==================== stream_out
--- src/rtl/stream_out.sv ---
// Streams len buffer words through a small FIFO onto an AXI-Stream master port.
// Define STREAM_OUT_TLAST_EN to drive m_axis_tlast on the final beat; otherwise it is tied low.
module stream_out #(
  parameter int DEPTH = 4,
  parameter int WIDTH = 64
) (
  input  logic             clk,
  input  logic             rst,
  input  logic             start,
  input  logic [7:0]       len,
  output logic             stream_v,
  output logic [7:0]       stream_a,
  input  logic [WIDTH-1:0] stream_d,
  output logic [WIDTH-1:0] m_axis_tdata,
  output logic             m_axis_tvalid,
  input  logic             m_axis_tready,
  output logic             m_axis_tlast,
  output logic             busy,
  output logic             done
);

  localparam int AW = (DEPTH > 1) ? $clog2(DEPTH) : 1;
  localparam int CW = AW + 1;

  localparam logic [1:0] S_IDLE  = 2'd0;
  localparam logic [1:0] S_ISSUE = 2'd1;
  localparam logic [1:0] S_DRAIN = 2'd2;

  logic [1:0]       state;
  logic [8:0]       len_q;
  logic [8:0]       issued;
  logic [8:0]       sent;
  logic             inflight;
  logic             zero_done;
  logic             last_sent;
  logic             push;
  logic             pop;

  logic [WIDTH-1:0] mem [DEPTH];
  logic [AW-1:0]    wr_ptr;
  logic [AW-1:0]    rd_ptr;
  logic [CW-1:0]    count;

  // The in-flight read already owns a FIFO slot, so it is counted before issuing another.
  assign stream_v = (state == S_ISSUE) && (issued != len_q) &&
                    ((count + CW'(inflight)) < CW'(DEPTH));
  assign stream_a = issued[7:0];

  assign push          = inflight;
  assign m_axis_tvalid = (count != '0);
  assign pop           = m_axis_tvalid && m_axis_tready;
  assign m_axis_tdata  = m_axis_tvalid ? mem[rd_ptr] : '0;

  assign last_sent = (state == S_DRAIN) && (sent == len_q);
  assign done      = zero_done || last_sent;
  assign busy      = (state != S_IDLE) && !last_sent;

`ifdef STREAM_OUT_TLAST_EN
  assign m_axis_tlast = m_axis_tvalid && (sent == (len_q - 9'd1));
`else
  assign m_axis_tlast = 1'b0;
`endif

  always_ff @(posedge clk) begin
    if (!rst) begin
      state     <= S_IDLE;
      len_q     <= '0;
      issued    <= '0;
      sent      <= '0;
      inflight  <= 1'b0;
      zero_done <= 1'b0;
    end else begin
      zero_done <= 1'b0;
      inflight  <= stream_v;
      if (stream_v) issued <= issued + 9'd1;
      if (pop)      sent   <= sent + 9'd1;
      case (state)
        S_IDLE: begin
          if (start) begin
            if (len != 8'd0) begin
              len_q  <= {1'b0, len};
              issued <= '0;
              sent   <= '0;
              state  <= S_ISSUE;
            end else begin
              zero_done <= 1'b1;
            end
          end
        end
        S_ISSUE: begin
          if (stream_v && ((issued + 9'd1) == len_q)) state <= S_DRAIN;
        end
        S_DRAIN: begin
          if (last_sent) state <= S_IDLE;
        end
        default: state <= S_IDLE;
      endcase
    end
  end

  always_ff @(posedge clk) begin
    if (!rst) begin
      wr_ptr <= '0;
      rd_ptr <= '0;
      count  <= '0;
    end else begin
      if (push) wr_ptr <= wr_ptr + AW'(1);
      if (pop)  rd_ptr <= rd_ptr + AW'(1);
      case ({push, pop})
        2'b10:   count <= count + CW'(1);
        2'b01:   count <= count - CW'(1);
        default: count <= count;
      endcase
    end
  end

  // Storage needs no reset; tdata is masked to zero whenever the FIFO is empty.
  always_ff @(posedge clk) begin
    if (push) mem[wr_ptr] <= stream_d;
  end

endmodule
--- config.mk ---
export PLATFORM = sky130hd
export DESIGN_NAME = stream_out
export DESIGN_NICKNAME = d
export VERILOG_FILES = /design/src/rtl/stream_out.sv
export SDC_FILE = /design/constraint.sdc
export NUM_CORES = 1
export LEC_CHECK = 0
export CAP_MARGIN = 5
export CORE_MARGIN = 2
export CORE_UTILIZATION = 59
export DETAILED_ROUTE_END_ITERATION = 6
export PLACE_DENSITY_LB_ADDON = 0.15
export SLEW_MARGIN = 10
export SYNTH_ARGS = -nofsm -noshare
export SYNTH_HDL_FRONTEND = slang
export SYNTH_SLANG_ARGS = --single-unit
--- constraint.sdc ---
create_clock -name clk -period 4.15 [get_ports clk]
set_input_delay 0.6225 -clock clk [delete_from_list [all_inputs] [get_ports clk]]
set_output_delay 0.6225 -clock clk [all_outputs]
set_load 0.01 [all_outputs]
==================== serial_link_tx
## src/rtl/serial_link_pkg.sv

```systemverilog
// Shared types and helpers for the serial link transmitter and receiver.
package serial_link_pkg;

    // Transmitter control states, shared with the receiver side.
    typedef enum logic [1:0] {
        IDLE  = 2'd0,
        SHIFT = 2'd1,
        GAP   = 2'd2
    } tx_state_t;

    // Shift register operation selected by the transmit FSM.
    typedef enum logic [1:0] {
        SR_HOLD = 2'd0,
        SR_LOAD = 2'd1,
        SR_SHL  = 2'd2
    } sr_mode_t;

    // Width of a counter that indexes the bits of an n-bit flit.
    function automatic int cnt_w(input int n);
        return $clog2(n);
    endfunction

endpackage

```

## src/rtl/ser_shift_reg.sv

```systemverilog
// N-bit shift register: parallel load, left shift with zero fill, or hold.
// Shifting a loaded flit N times leaves it all zeros, so the MSB is 0
// whenever no frame is in flight.
module ser_shift_reg
    import serial_link_pkg::*;
#(
    parameter int N = 8
) (
    input  logic         clk,
    input  logic         reset,
    input  sr_mode_t     mode,
    input  logic [N-1:0] load_data,
    output logic         msb
);

    logic [N-1:0] sr_r;

    // Register update: load a new flit, shift toward the MSB, or keep contents.
    always_ff @(posedge clk) begin
        if (reset) begin
            sr_r <= '0;
        end else begin
            case (mode)
                SR_LOAD: sr_r <= load_data;
                SR_SHL:  sr_r <= {sr_r[N-2:0], 1'b0};
                SR_HOLD: sr_r <= sr_r;
                default: sr_r <= sr_r;
            endcase
        end
    end

    assign msb = sr_r[N-1];

endmodule

```

## src/rtl/serial_link_tx.sv

```systemverilog
// Parallel-to-serial link transmitter: accepts one flit per valid/ready
// handshake and shifts it out MSB first with a frame strobe, optionally
// followed by a fixed number of idle gap cycles.
module serial_link_tx
    import serial_link_pkg::*;
#(
    parameter int N         = 8,
    parameter int FRAME_GAP = 1
) (
    input  logic         clk,
    input  logic         reset,
    input  logic [N-1:0] in_data,
    input  logic         in_valid,
    output logic         in_ready,
    output logic         ser_out,
    output logic         ser_frame,
    output logic         busy,
    output logic         done
);

    localparam int CW = cnt_w(N);
    localparam int GW = (FRAME_GAP > 1) ? $clog2(FRAME_GAP) : 1;
    localparam logic [CW-1:0] LAST_BIT = CW'(N - 1);
    localparam logic [GW-1:0] GAP_LOAD = GW'((FRAME_GAP > 0) ? (FRAME_GAP - 1) : 0);

    tx_state_t     state_r;
    logic [CW-1:0] bit_cnt_r;
    logic [GW-1:0] gap_cnt_r;
    logic          ser_frame_r;
    logic          busy_r;
    logic          done_r;

    logic          last_bit_s;
    logic          in_ready_s;
    logic          hs_s;
    sr_mode_t      sr_mode_s;
    logic          sr_msb_s;

    // Handshake qualification and shift register control, decoded from state.
    // Reset forces in_ready low so a flit offered during reset is never taken.
    always_comb begin
        last_bit_s = 1'b0;
        in_ready_s = 1'b0;
        hs_s       = 1'b0;
        sr_mode_s  = SR_HOLD;

        last_bit_s = (state_r == SHIFT) && (bit_cnt_r == LAST_BIT);
        in_ready_s = !reset && ((state_r == IDLE) || ((FRAME_GAP == 0) && last_bit_s));
        hs_s       = in_valid && in_ready_s;

        if (hs_s) begin
            sr_mode_s = SR_LOAD;
        end else if (state_r == SHIFT) begin
            sr_mode_s = SR_SHL;
        end else begin
            sr_mode_s = SR_HOLD;
        end
    end

    ser_shift_reg #(
        .N (N)
    ) u_sr (
        .clk       (clk),
        .reset     (reset),
        .mode      (sr_mode_s),
        .load_data (in_data),
        .msb       (sr_msb_s)
    );

    // Transmit FSM with bit/gap counters and registered frame, busy, done flags.
    always_ff @(posedge clk) begin
        if (reset) begin
            state_r     <= IDLE;
            bit_cnt_r   <= '0;
            gap_cnt_r   <= '0;
            ser_frame_r <= 1'b0;
            busy_r      <= 1'b0;
            done_r      <= 1'b0;
        end else begin
            case (state_r)
                IDLE: begin
                    done_r    <= 1'b0;
                    gap_cnt_r <= '0;
                    bit_cnt_r <= '0;
                    if (hs_s) begin
                        state_r     <= SHIFT;
                        ser_frame_r <= 1'b1;
                        busy_r      <= 1'b1;
                    end else begin
                        state_r     <= IDLE;
                        ser_frame_r <= 1'b0;
                        busy_r      <= 1'b0;
                    end
                end
                SHIFT: begin
                    done_r <= last_bit_s;
                    if (!last_bit_s) begin
                        state_r     <= SHIFT;
                        bit_cnt_r   <= bit_cnt_r + CW'(1);
                        ser_frame_r <= 1'b1;
                        busy_r      <= 1'b1;
                    end else if (FRAME_GAP > 0) begin
                        state_r     <= GAP;
                        bit_cnt_r   <= '0;
                        gap_cnt_r   <= GAP_LOAD;
                        ser_frame_r <= 1'b0;
                        busy_r      <= 1'b1;
                    end else if (hs_s) begin
                        // Back-to-back reload: next flit's MSB follows with no dead cycle.
                        state_r     <= SHIFT;
                        bit_cnt_r   <= '0;
                        ser_frame_r <= 1'b1;
                        busy_r      <= 1'b1;
                    end else begin
                        state_r     <= IDLE;
                        bit_cnt_r   <= '0;
                        ser_frame_r <= 1'b0;
                        busy_r      <= 1'b0;
                    end
                end
                GAP: begin
                    done_r      <= 1'b0;
                    bit_cnt_r   <= '0;
                    ser_frame_r <= 1'b0;
                    if (gap_cnt_r == '0) begin
                        state_r <= IDLE;
                        busy_r  <= 1'b0;
                    end else begin
                        state_r   <= GAP;
                        gap_cnt_r <= gap_cnt_r - GW'(1);
                        busy_r    <= 1'b1;
                    end
                end
                default: begin
                    state_r     <= IDLE;
                    bit_cnt_r   <= '0;
                    gap_cnt_r   <= '0;
                    ser_frame_r <= 1'b0;
                    busy_r      <= 1'b0;
                    done_r      <= 1'b0;
                end
            endcase
        end
    end

    assign in_ready  = in_ready_s;
    assign ser_out   = sr_msb_s;
    assign ser_frame = ser_frame_r;
    assign busy      = busy_r;
    assign done      = done_r;

endmodule

```

## config.mk

```make
export PLATFORM = sky130hd
export DESIGN_NAME = serial_link_tx
export DESIGN_NICKNAME = d
export VERILOG_FILES = /design/src/rtl/serial_link_pkg.sv /design/src/rtl/ser_shift_reg.sv /design/src/rtl/serial_link_tx.sv
export SDC_FILE = /design/constraint.sdc
export NUM_CORES = 1
export LEC_CHECK = 0
export ABC_CLOCK_PERIOD_IN_PS = 1700
export CAP_MARGIN = 25
export CORE_MARGIN = 1.5
export CORE_UTILIZATION = 46
export DETAILED_ROUTE_END_ITERATION = 8
export PLACE_DENSITY = 0.81
export SYNTH_ARGS = -nofsm -noshare
export SYNTH_HDL_FRONTEND = slang
export SYNTH_SLANG_ARGS = --single-unit
```

## constraint.sdc

```tcl
create_clock -name clk -period 1.7 [get_ports clk]
set_input_delay 0.17 -clock clk [delete_from_list [all_inputs] [get_ports clk]]
set_output_delay 0.17 -clock clk [all_outputs]
set_load 0.005 [all_outputs]
```

==================== fetch_ctrl_flat
<file path="src/rtl/fetch_ctrl_if.sv">
// Fetch-control bundle: redirect/stall/memory inputs and PC-control outputs.
// The master side is the fetch controller; the slave side is the surrounding pipeline.
interface fetch_ctrl_if;
    logic        hazard_stall;
    logic        redirect_valid;
    logic [1:0]  redirect_op;
    logic [31:0] redirect_imm;
    logic [31:0] redirect_base;
    logic        imem_ready;
    logic        imem_req;
    logic        pc_write_enable;
    logic [1:0]  pc_op;
    logic [31:0] pc_target_addr;
    logic [31:0] pc_jalr_base;
    logic        flush_if_id;
    logic        flush_id_ex;
    logic        stall_timeout;

    modport master (
        input  hazard_stall, redirect_valid, redirect_op, redirect_imm, redirect_base, imem_ready,
        output imem_req, pc_write_enable, pc_op, pc_target_addr, pc_jalr_base,
        output flush_if_id, flush_id_ex, stall_timeout
    );

    modport slave (
        output hazard_stall, redirect_valid, redirect_op, redirect_imm, redirect_base, imem_ready,
        input  imem_req, pc_write_enable, pc_op, pc_target_addr, pc_jalr_base,
        input  flush_if_id, flush_id_ex, stall_timeout
    );
endinterface

</file>
<file path="src/rtl/fetch_ctrl.sv">
// Instruction-fetch controller: sequences PC updates, redirects, stalls and pipeline flushes,
// with a sticky watchdog for long runs of cycles without a PC update.
module fetch_ctrl #(
    parameter int unsigned BOOT_CYCLES = 2,
    parameter int unsigned MAX_STALL   = 16
) (
    input  logic         clk,
    input  logic         rst,
    fetch_ctrl_if.master bus
);
    localparam int unsigned BOOT_W    = (BOOT_CYCLES > 1) ? $clog2(BOOT_CYCLES) : 1;
    localparam int unsigned BOOT_LAST = (BOOT_CYCLES > 0) ? BOOT_CYCLES - 1 : 0;
    localparam int unsigned CNT_W     = 8;
    localparam int unsigned LIMIT     = (MAX_STALL > 255) ? 255 : MAX_STALL;
    localparam logic [CNT_W-1:0] CNT_MAX     = '1;
    localparam logic [CNT_W-1:0] STALL_LIMIT = CNT_W'(LIMIT);

    typedef enum logic [1:0] {
        BOOT       = 2'd0,
        RUN        = 2'd1,
        MEM_WAIT   = 2'd2,
        REDIR_PEND = 2'd3
    } state_t;

    state_t            state_q, state_d;
    logic [BOOT_W-1:0] boot_cnt_q;
    logic [CNT_W-1:0]  stall_cnt_q, stall_cnt_d;
    logic              timeout_q, timeout_c;
    logic [1:0]        pend_op_q;
    logic [31:0]       pend_imm_q, pend_base_q;
    logic              pend_load;

    logic        req_c, we_c, flush_if_c, flush_ex_c;
    logic [1:0]  op_c;
    logic [31:0] tgt_c, base_c;
    logic        redir_legal;

    assign redir_legal = bus.redirect_valid && (bus.redirect_op != 2'b00);

    // Next state and same-cycle PC control; RUN and MEM_WAIT share the fetch rules.
    always_comb begin
        state_d    = state_q;
        req_c      = 1'b0;
        we_c       = 1'b0;
        op_c       = 2'b00;
        tgt_c      = '0;
        base_c     = '0;
        flush_if_c = 1'b0;
        flush_ex_c = 1'b0;
        pend_load  = 1'b0;
        case (state_q)
            BOOT: begin
                if (boot_cnt_q == BOOT_W'(BOOT_LAST)) state_d = RUN;
            end
            REDIR_PEND: begin
                // Held redirect wins over everything until memory accepts it.
                req_c  = 1'b1;
                op_c   = pend_op_q;
                tgt_c  = pend_imm_q;
                base_c = pend_base_q;
                if (bus.imem_ready) begin
                    we_c    = 1'b1;
                    state_d = RUN;
                end
            end
            default: begin
                req_c = 1'b1;
                if (redir_legal) begin
                    flush_if_c = 1'b1;
                    flush_ex_c = 1'b1;
                    if (bus.imem_ready) begin
                        we_c    = 1'b1;
                        op_c    = bus.redirect_op;
                        tgt_c   = bus.redirect_imm;
                        base_c  = bus.redirect_base;
                        state_d = RUN;
                    end else begin
                        pend_load = 1'b1;
                        state_d   = REDIR_PEND;
                    end
                end else if (bus.hazard_stall) begin
                    flush_ex_c = 1'b1;
                    if (bus.imem_ready) state_d = RUN;
                end else if (!bus.imem_ready) begin
                    flush_if_c = 1'b1;
                    state_d    = MEM_WAIT;
                end else begin
                    we_c    = 1'b1;
                    state_d = RUN;
                end
            end
        endcase
    end

    // Saturating count of non-updating cycles; the flag rises in the cycle the limit is reached.
    always_comb begin
        stall_cnt_d = stall_cnt_q;
        timeout_c   = timeout_q;
        if (state_q != BOOT) begin
            if (we_c) begin
                stall_cnt_d = '0;
            end else begin
                if (stall_cnt_q != CNT_MAX) stall_cnt_d = stall_cnt_q + CNT_W'(1);
                if (stall_cnt_d >= STALL_LIMIT) timeout_c = 1'b1;
            end
        end
    end

    always_ff @(posedge clk or posedge rst) begin
        if (rst) begin
            state_q     <= BOOT;
            boot_cnt_q  <= '0;
            stall_cnt_q <= '0;
            timeout_q   <= 1'b0;
            pend_op_q   <= 2'b00;
            pend_imm_q  <= '0;
            pend_base_q <= '0;
        end else begin
            state_q     <= state_d;
            stall_cnt_q <= stall_cnt_d;
            timeout_q   <= timeout_c;
            if (state_q == BOOT) boot_cnt_q <= boot_cnt_q + BOOT_W'(1);
            if (pend_load) begin
                pend_op_q   <= bus.redirect_op;
                pend_imm_q  <= bus.redirect_imm;
                pend_base_q <= bus.redirect_base;
            end
        end
    end

    assign bus.imem_req        = req_c;
    assign bus.pc_write_enable = we_c;
    assign bus.pc_op           = op_c;
    assign bus.pc_target_addr  = tgt_c;
    assign bus.pc_jalr_base    = base_c;
    assign bus.flush_if_id     = flush_if_c;
    assign bus.flush_id_ex     = flush_ex_c;
    assign bus.stall_timeout   = timeout_c;
endmodule

</file>
<file path="src/flat_wrapper.sv">
// flat-port wrapper written by rule: the top's interface ports become plain ports
module fetch_ctrl_flat 
#(
    parameter int unsigned BOOT_CYCLES = 2,
    parameter int unsigned MAX_STALL   = 16
)
  (clk, rst, bus_hazard_stall, bus_redirect_valid, bus_redirect_op, bus_redirect_imm, bus_redirect_base, bus_imem_ready, bus_imem_req, bus_pc_write_enable, bus_pc_op, bus_pc_target_addr, bus_pc_jalr_base, bus_flush_if_id, bus_flush_id_ex, bus_stall_timeout);
  fetch_ctrl_if bus_i ();
  input  logic clk;
  input  logic rst;
  input wire logic [$bits(bus_i.hazard_stall)-1:0] bus_hazard_stall;
  input wire logic [$bits(bus_i.redirect_valid)-1:0] bus_redirect_valid;
  input wire logic [$bits(bus_i.redirect_op)-1:0] bus_redirect_op;
  input wire logic [$bits(bus_i.redirect_imm)-1:0] bus_redirect_imm;
  input wire logic [$bits(bus_i.redirect_base)-1:0] bus_redirect_base;
  input wire logic [$bits(bus_i.imem_ready)-1:0] bus_imem_ready;
  output wire logic [$bits(bus_i.imem_req)-1:0] bus_imem_req;
  output wire logic [$bits(bus_i.pc_write_enable)-1:0] bus_pc_write_enable;
  output wire logic [$bits(bus_i.pc_op)-1:0] bus_pc_op;
  output wire logic [$bits(bus_i.pc_target_addr)-1:0] bus_pc_target_addr;
  output wire logic [$bits(bus_i.pc_jalr_base)-1:0] bus_pc_jalr_base;
  output wire logic [$bits(bus_i.flush_if_id)-1:0] bus_flush_if_id;
  output wire logic [$bits(bus_i.flush_id_ex)-1:0] bus_flush_id_ex;
  output wire logic [$bits(bus_i.stall_timeout)-1:0] bus_stall_timeout;
  assign bus_i.hazard_stall = bus_hazard_stall;
  assign bus_i.redirect_valid = bus_redirect_valid;
  assign bus_i.redirect_op = bus_redirect_op;
  assign bus_i.redirect_imm = bus_redirect_imm;
  assign bus_i.redirect_base = bus_redirect_base;
  assign bus_i.imem_ready = bus_imem_ready;
  assign bus_imem_req = bus_i.imem_req;
  assign bus_pc_write_enable = bus_i.pc_write_enable;
  assign bus_pc_op = bus_i.pc_op;
  assign bus_pc_target_addr = bus_i.pc_target_addr;
  assign bus_pc_jalr_base = bus_i.pc_jalr_base;
  assign bus_flush_if_id = bus_i.flush_if_id;
  assign bus_flush_id_ex = bus_i.flush_id_ex;
  assign bus_stall_timeout = bus_i.stall_timeout;
  fetch_ctrl #(.BOOT_CYCLES(BOOT_CYCLES), .MAX_STALL(MAX_STALL)) u_core (.clk(clk), .rst(rst), .bus(bus_i));
endmodule
</file>
<file path="config.mk">
export PLATFORM = sky130hd
export DESIGN_NAME = fetch_ctrl_flat
export DESIGN_NICKNAME = d
export VERILOG_FILES = /design/src/rtl/fetch_ctrl_if.sv /design/src/rtl/fetch_ctrl.sv /design/src/flat_wrapper.sv
export SDC_FILE = /design/constraint.sdc
export NUM_CORES = 1
export LEC_CHECK = 0
export CAP_MARGIN = 20
export CORE_ASPECT_RATIO = 1.75
export CORE_UTILIZATION = 40
export DETAILED_ROUTE_END_ITERATION = 6
export GPL_TIMING_DRIVEN = 0
export PLACE_DENSITY = 0.83
export SLEW_MARGIN = 20
export SYNTH_ARGS = -nofsm -noshare
export SYNTH_HDL_FRONTEND = slang
export SYNTH_SLANG_ARGS = --single-unit
</file>
<file path="constraint.sdc">
create_clock -name clk -period 2.7 [get_ports clk]
set_clock_uncertainty 0.15 [all_clocks]
set_input_delay 0.27 -clock clk [delete_from_list [all_inputs] [get_ports clk]]
set_output_delay 0.27 -clock clk [all_outputs]
set_load 0.01 [all_outputs]
</file>

==> gallery <==
Placed standard cells.
(a)
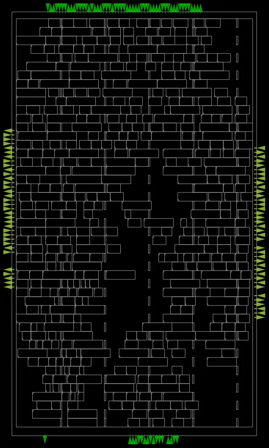
(b)
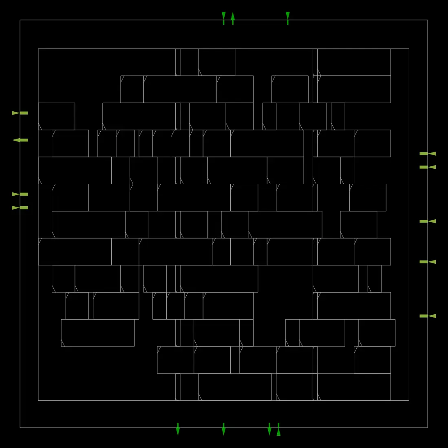
(c)
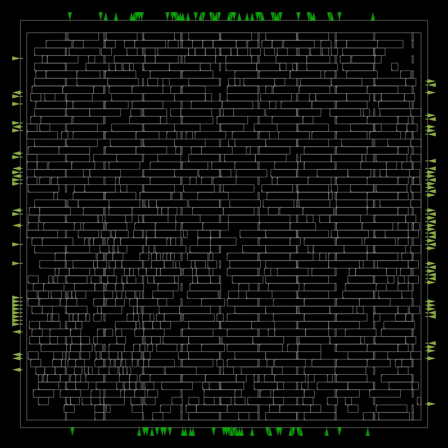
- (c) = stream_out
- (a) = fetch_ctrl_flat
- (b) = serial_link_tx

stream_out/placement_by_type.png
Scale bar: 50 um. Fill, decap, tap and diode cells in gray.
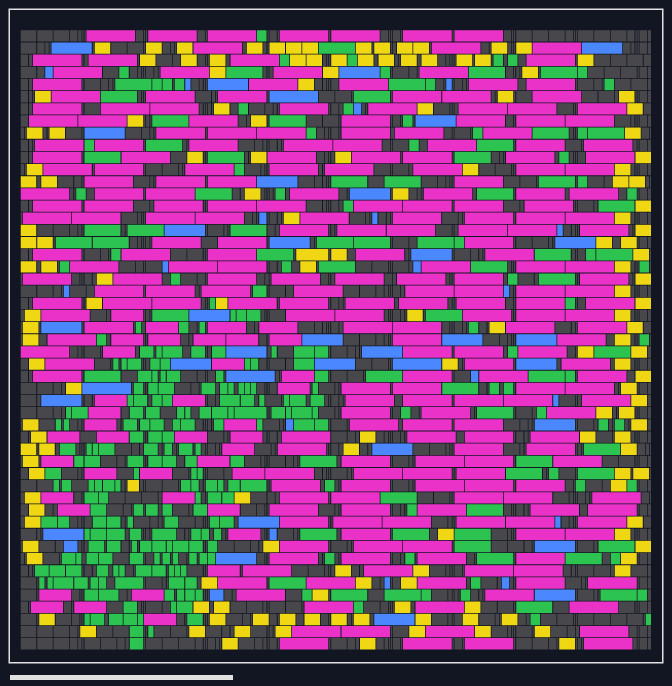
Key: blue = clock drivers and dummy loads [cells 55, share of their area 7.0%]; yellow = other buffers and delay cells [cells 154, share of their area 11%]; magenta = flops [cells 295, share of their area 60%]; green = combinational and other logic [cells 321, share of their area 23%]

==> flow_metrics.py, stream_out <==
# Flow results
metrics = {
    "worst_setup_path": {
        "max_stage_delay_ns": 0.91,
        "crit_path_cell_trace": "or3_2, and2_1, clkdlybuf4s50_1",
    },
    "yosys": {
        "yosys-stat-cells": 657,
        "cell_area_after_synthesis_um2": 11880,
        "ys_seq_elements": 295,
    },
    "floorplanning": {
        "floorplan.die.width_um": 145.9,
        "initial_core_util_pct": 60.62,
    },
    "power": {
        "internal_power_mw": 5.858,
    },
    "layout": {
        "top_library_cells_by_usage_in_the_layout_fill_and_taps_aside": "sky130_fd_sc_hd__edfxtp_1, sky130_fd_sc_hd__clkdlybuf4s50_1, sky130_fd_sc_hd__and2_1",
    },
    "routing": {
        "wl_met2_mm": 11.86,
        "drtIter0Drc": 363,
        "residual_drc_count": 0,
        "drt-wirelength-per-cell_um": 20.72,
    },
    "clock_network": {
        "cts_setup_buffers": 0,
    },
    "status": {
        "status": "finished, final reports clean",
    },
    "final_timing": {
        "setup_viol": 0,
    },
}
stream_out: kinds of logic after synthesis:
logic type,Yosys count,synth area share [%]
xor gates and xnor gates,36,2.655
adders and majority gates,8,0.9060
other,1,0.03158
muxes,77,13.23
buffers and inverters,50,2.107
AOI/OAI and AO/OA,33,2.223
and+or+nand+nor,157,7.543
DFF,295,71.30
stream_out: sequential cells by signal, indices dropped and copies added (netlist names), named ones only:
register   flops
mem          256
issued         9
sent           9
len_q          8
count          3
rd_ptr         2
state          2
wr_ptr         2
inflight       1
zero_done      1
stream_out: layout make-up:
| cell class | count | area share [%] |
|---|---|---|
| multi-input combinational | 312 | 21.79 |
| clock buffer | 36 | 5.461 |
| sequential | 295 | 58.26 |
| tap | 265 | 2.279 |
| timing repair buffer | 154 | 10.63 |
| inverter | 9 | 0.2322 |
| clock inverter | 19 | 1.350 |
stream_out: how the worst min path moves through the flow:
stage / from / to / slack [ns] / cells past startpoint
finish: sent[8] / sent[8] / 0.54 / 2
floorplan: state[1] / state[0] / 0.46 / 1
global placement: state[1] / state[0] / 0.48 / 1
detailed placement: sent[8] / sent[8] / 0.50 / 2
CTS: sent[8] / sent[8] / 0.53 / 2
global route: len_q[4] / len_q[4] / 0.58 / 2
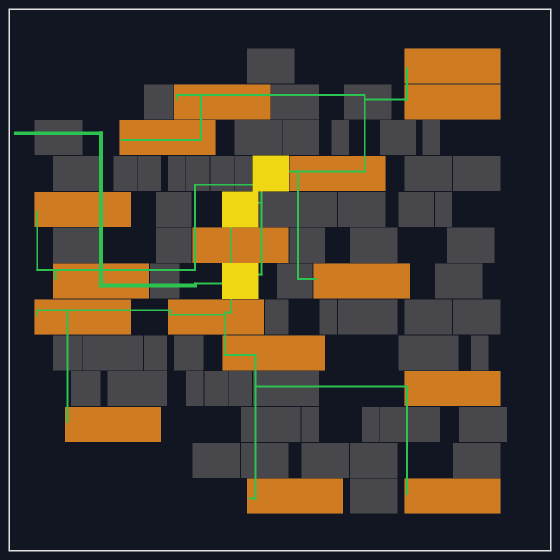
serial_link_tx/clk_routes.png
Key: orange = flip-flops [count 16]; yellow = clock drivers [count 3]; green = clock wires [length 188 um]
Position of the flops: all over the die.

==> flow_metrics.py, serial_link_tx <==
# Flow results
metrics = {
    "yosys": {
        "fa_ha_area_share_pct": 3.774,
        "yosysSeqAreaShare_pct": 48.30,
        "postSynthNetCount": 76,
        "synth_cell_type_count": 18,
    },
    "worst_setup_path": {
        "worst_setup_path_endpoint": "in_ready",
        "max_stage_delay_ns": 0.53,
        "crit_fanout": 11,
        "worstSetupPathType": "flip-flop to primary output",
        "crit-reg2reg-capture": "bit_cnt_r[1]",
        "arrival_time_at_the_worst_endpoint_ns": 1.40,
        "worst_setup_path_end_kind": "primary output",
        "cp_slowest_cell": "sky130_fd_sc_hd__clkdlybuf4s50_1",
    },
    "min_path": {
        "min-delay-start": "bit_cnt_r[0]",
        "hold_path_depth": 1,
    },
    "layout": {
        "multi_input_combinational_gate_total": 42,
        "bufAreaShareNonClock_pct": 19.44,
        "nNonClkInverters": 0,
        "insertedDiodeCount": 0,
        "seq_cell_count": 16,
    },
    "floorplanning": {
        "tap_cells": 15,
    },
    "status": {
        "status": "finished, final reports clean",
    },
    "final_timing": {
        "unrepaired_setup_endpoints_after_global_routing": "no",
    },
    "clock_network": {
        "cts.root.buffer_cell": "sky130_fd_sc_hd__clkbuf_4",
    },
    "power": {
        "total_power_mw": 0.7805,
        "net-switching-power_mw": 0.1807,
        "static-leakage-power_nw": 0.3354,
    },
    "routing": {
        "met1Wirelength_um": 543,
    },
}
serial_link_tx: power by group through the flow:
stage               Sequential (mW)  Clock [mW]  Combinational (mW)
finish                        0.410       0.246               0.124
global route                  0.414       0.268               0.136
CTS                           0.411       0.252               0.126
floorplan                     0.420           0              0.0777
global placement              0.418           0               0.124
detailed placement            0.420           0               0.125
serial_link_tx: timing repair:
item	in CTS	in global routing
hold endpoints to repair	0	0
endpoints found under the setup margin	0	1
gates resized	0	1
serial_link_tx: kinds of logic after synthesis:
logic type / after synthesis
buf+inv: 5
simple gates: 21
compound gates: 12
fa+ha+maj: 2
flops: 16
mux: 7
serial_link_tx: per-layer routing:
| metal | GRT usage, % | up-vias |
|---|---|---|
| met4 | 10.00 | 0 |
| met3 | 3.804 | 2 |
| li1 | - | 260 |
| met5 | 0 | - |
| met1 | 20.33 | 214 |
| met2 | 24.61 | 9 |
serial_link_tx: synth_stat cells (all sizes together):
cell type,n
mux2i,7
nor2,9
a211oi,9
clkbuf,2
and2,2
nand2,1
buf,3
o21ai,1
dfxtp,16
nor3,5
nand3,1
ha,2
nor4,1
nand2b,2
o21ba,1
a21oi,1
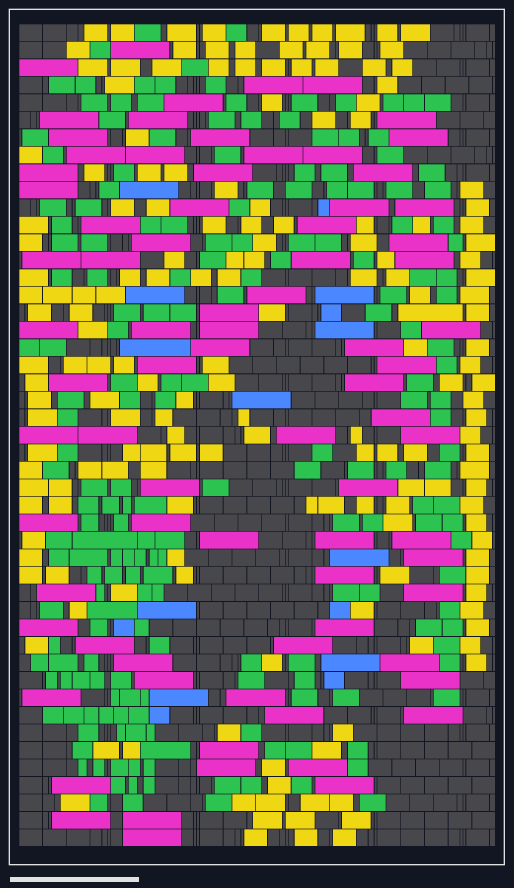
fetch_ctrl_flat/placement_by_type.png
Scale bar: 20 um. Fill, decap, tap and diode cells in gray.
Key: green = combinational and other logic [cells 195, share of their area 31%]; yellow = other buffers and delay cells [cells 175, share of their area 30%]; magenta = flops [cells 78, share of their area 33%]; blue = clock drivers and dummy loads [cells 16, share of their area 5.2%]

==> flow_metrics.py, fetch_ctrl_flat <==
# Flow results
metrics = {
    "worst_setup_path": {
        "critical_path.top_delay_family": "buffers and inverters",
        "worst-path-buf-inv": 5,
        "worstSetupPathType": "flip-flop to primary output",
        "crit-reg2reg-capture": "u_core.pend_base_q[21]",
        "arrival_time_at_the_worst_endpoint_ns": 2.13,
    },
    "routing": {
        "dr.max_layer_used": "met4",
        "wl_met2_mm": 5.498,
        "drt-wirelength-per-cell_um": 17.20,
    },
    "place": {
        "placement.cell_area_um2": 5499,
    },
    "grt": {
        "grt_use_met2_pct": 38.59,
        "grt.met3_usage_pct": 4.276,
        "grt_pass1_vias": 3392,
        "grt_max_degree": 53,
    },
    "final_timing": {
        "final_report_max_slew_violation_count": 0,
        "timing.setup.tns_ns": 0,
        "final-hold-violation-count": 0,
        "post-route-min-period_ns": 2.546,
    },
    "status": {
        "status": "finished, final reports clean",
    },
    "power": {
        "seq_pwr_mw": 2.03,
        "share_clk_of_total_power_pct": 22.4,
        "clockNetworkPower_mw": 1.23,
    },
    "layout": {
        "insertedDiodeCount": 0,
        "post-route-cell-area_um2": 5992,
        "final.fill_count": 733,
        "utilization_pct": 63.29,
    },
    "floorplanning": {
        "die.size.y_um": 132.7,
    },
    "yosys": {
        "synth_cell_type_count": 43,
    },
}
[fetch_ctrl_flat: logic make-up after synthesis]
logic type      Yosys count
buf+inv                  28
xor+xnor                  1
fa+ha+maj                 3
flops                    78
mux                      66
compound gates           98
simple gates             23
[fetch_ctrl_flat: flip-flops by register name (all words and copies together), names as in the netlist]
name,flops
u_core.boot_cnt_q,1
u_core.pend_base_q,32
u_core.pend_imm_q,32
u_core.pend_op_q,2
u_core.stall_cnt_q,8
u_core.state_q,2
u_core.timeout_q,1
[fetch_ctrl_flat: synth_stat cells, drive strengths merged (2+ instances only)]
cell type and instances:
dfrtp 78, a22o 66, mux2 66, buf 22, a31oi 6, o21ai 6
a21oi 5, inv 4, nor2 4, a21o 3, ha 3, nand2 3
a41oi 2, and2 2, and3 2, clkbuf 2, nand2b 2, nor2b 2
o21a 2, o22a 2
[fetch_ctrl_flat: per-stage QoR]
stage          worst slack, ns  instances
2_1_floorplan           0.2850        297
3_3_place_gp           -0.9879        560
3_5_place_dp           -0.1798        561
4_1_cts                -0.1153        582
5_1_grt                0.05342        586
6_report                0.1544        586


==> notes/layouts.md <==
Pictures saved along the way, in no particular order.

Met2 routing.
Plate I
Scale bar: 50 um.
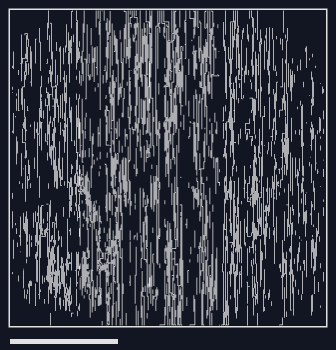
Plate II
Scale bar: 10 um.
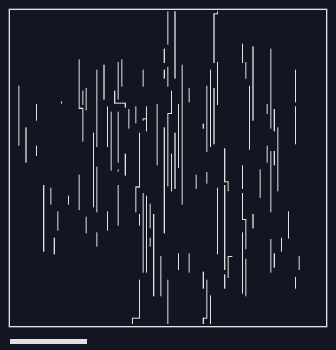
Plate III
Scale bar: 20 um.
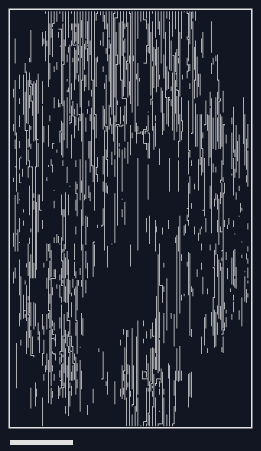
- Plate I = stream_out
- Plate II = serial_link_tx
- Plate III = fetch_ctrl_flat
The one with the smallest die is Plate II.
The one with the largest die is Plate I.

Power figures rest on the tool's default switching activity, not on a simulated workload.
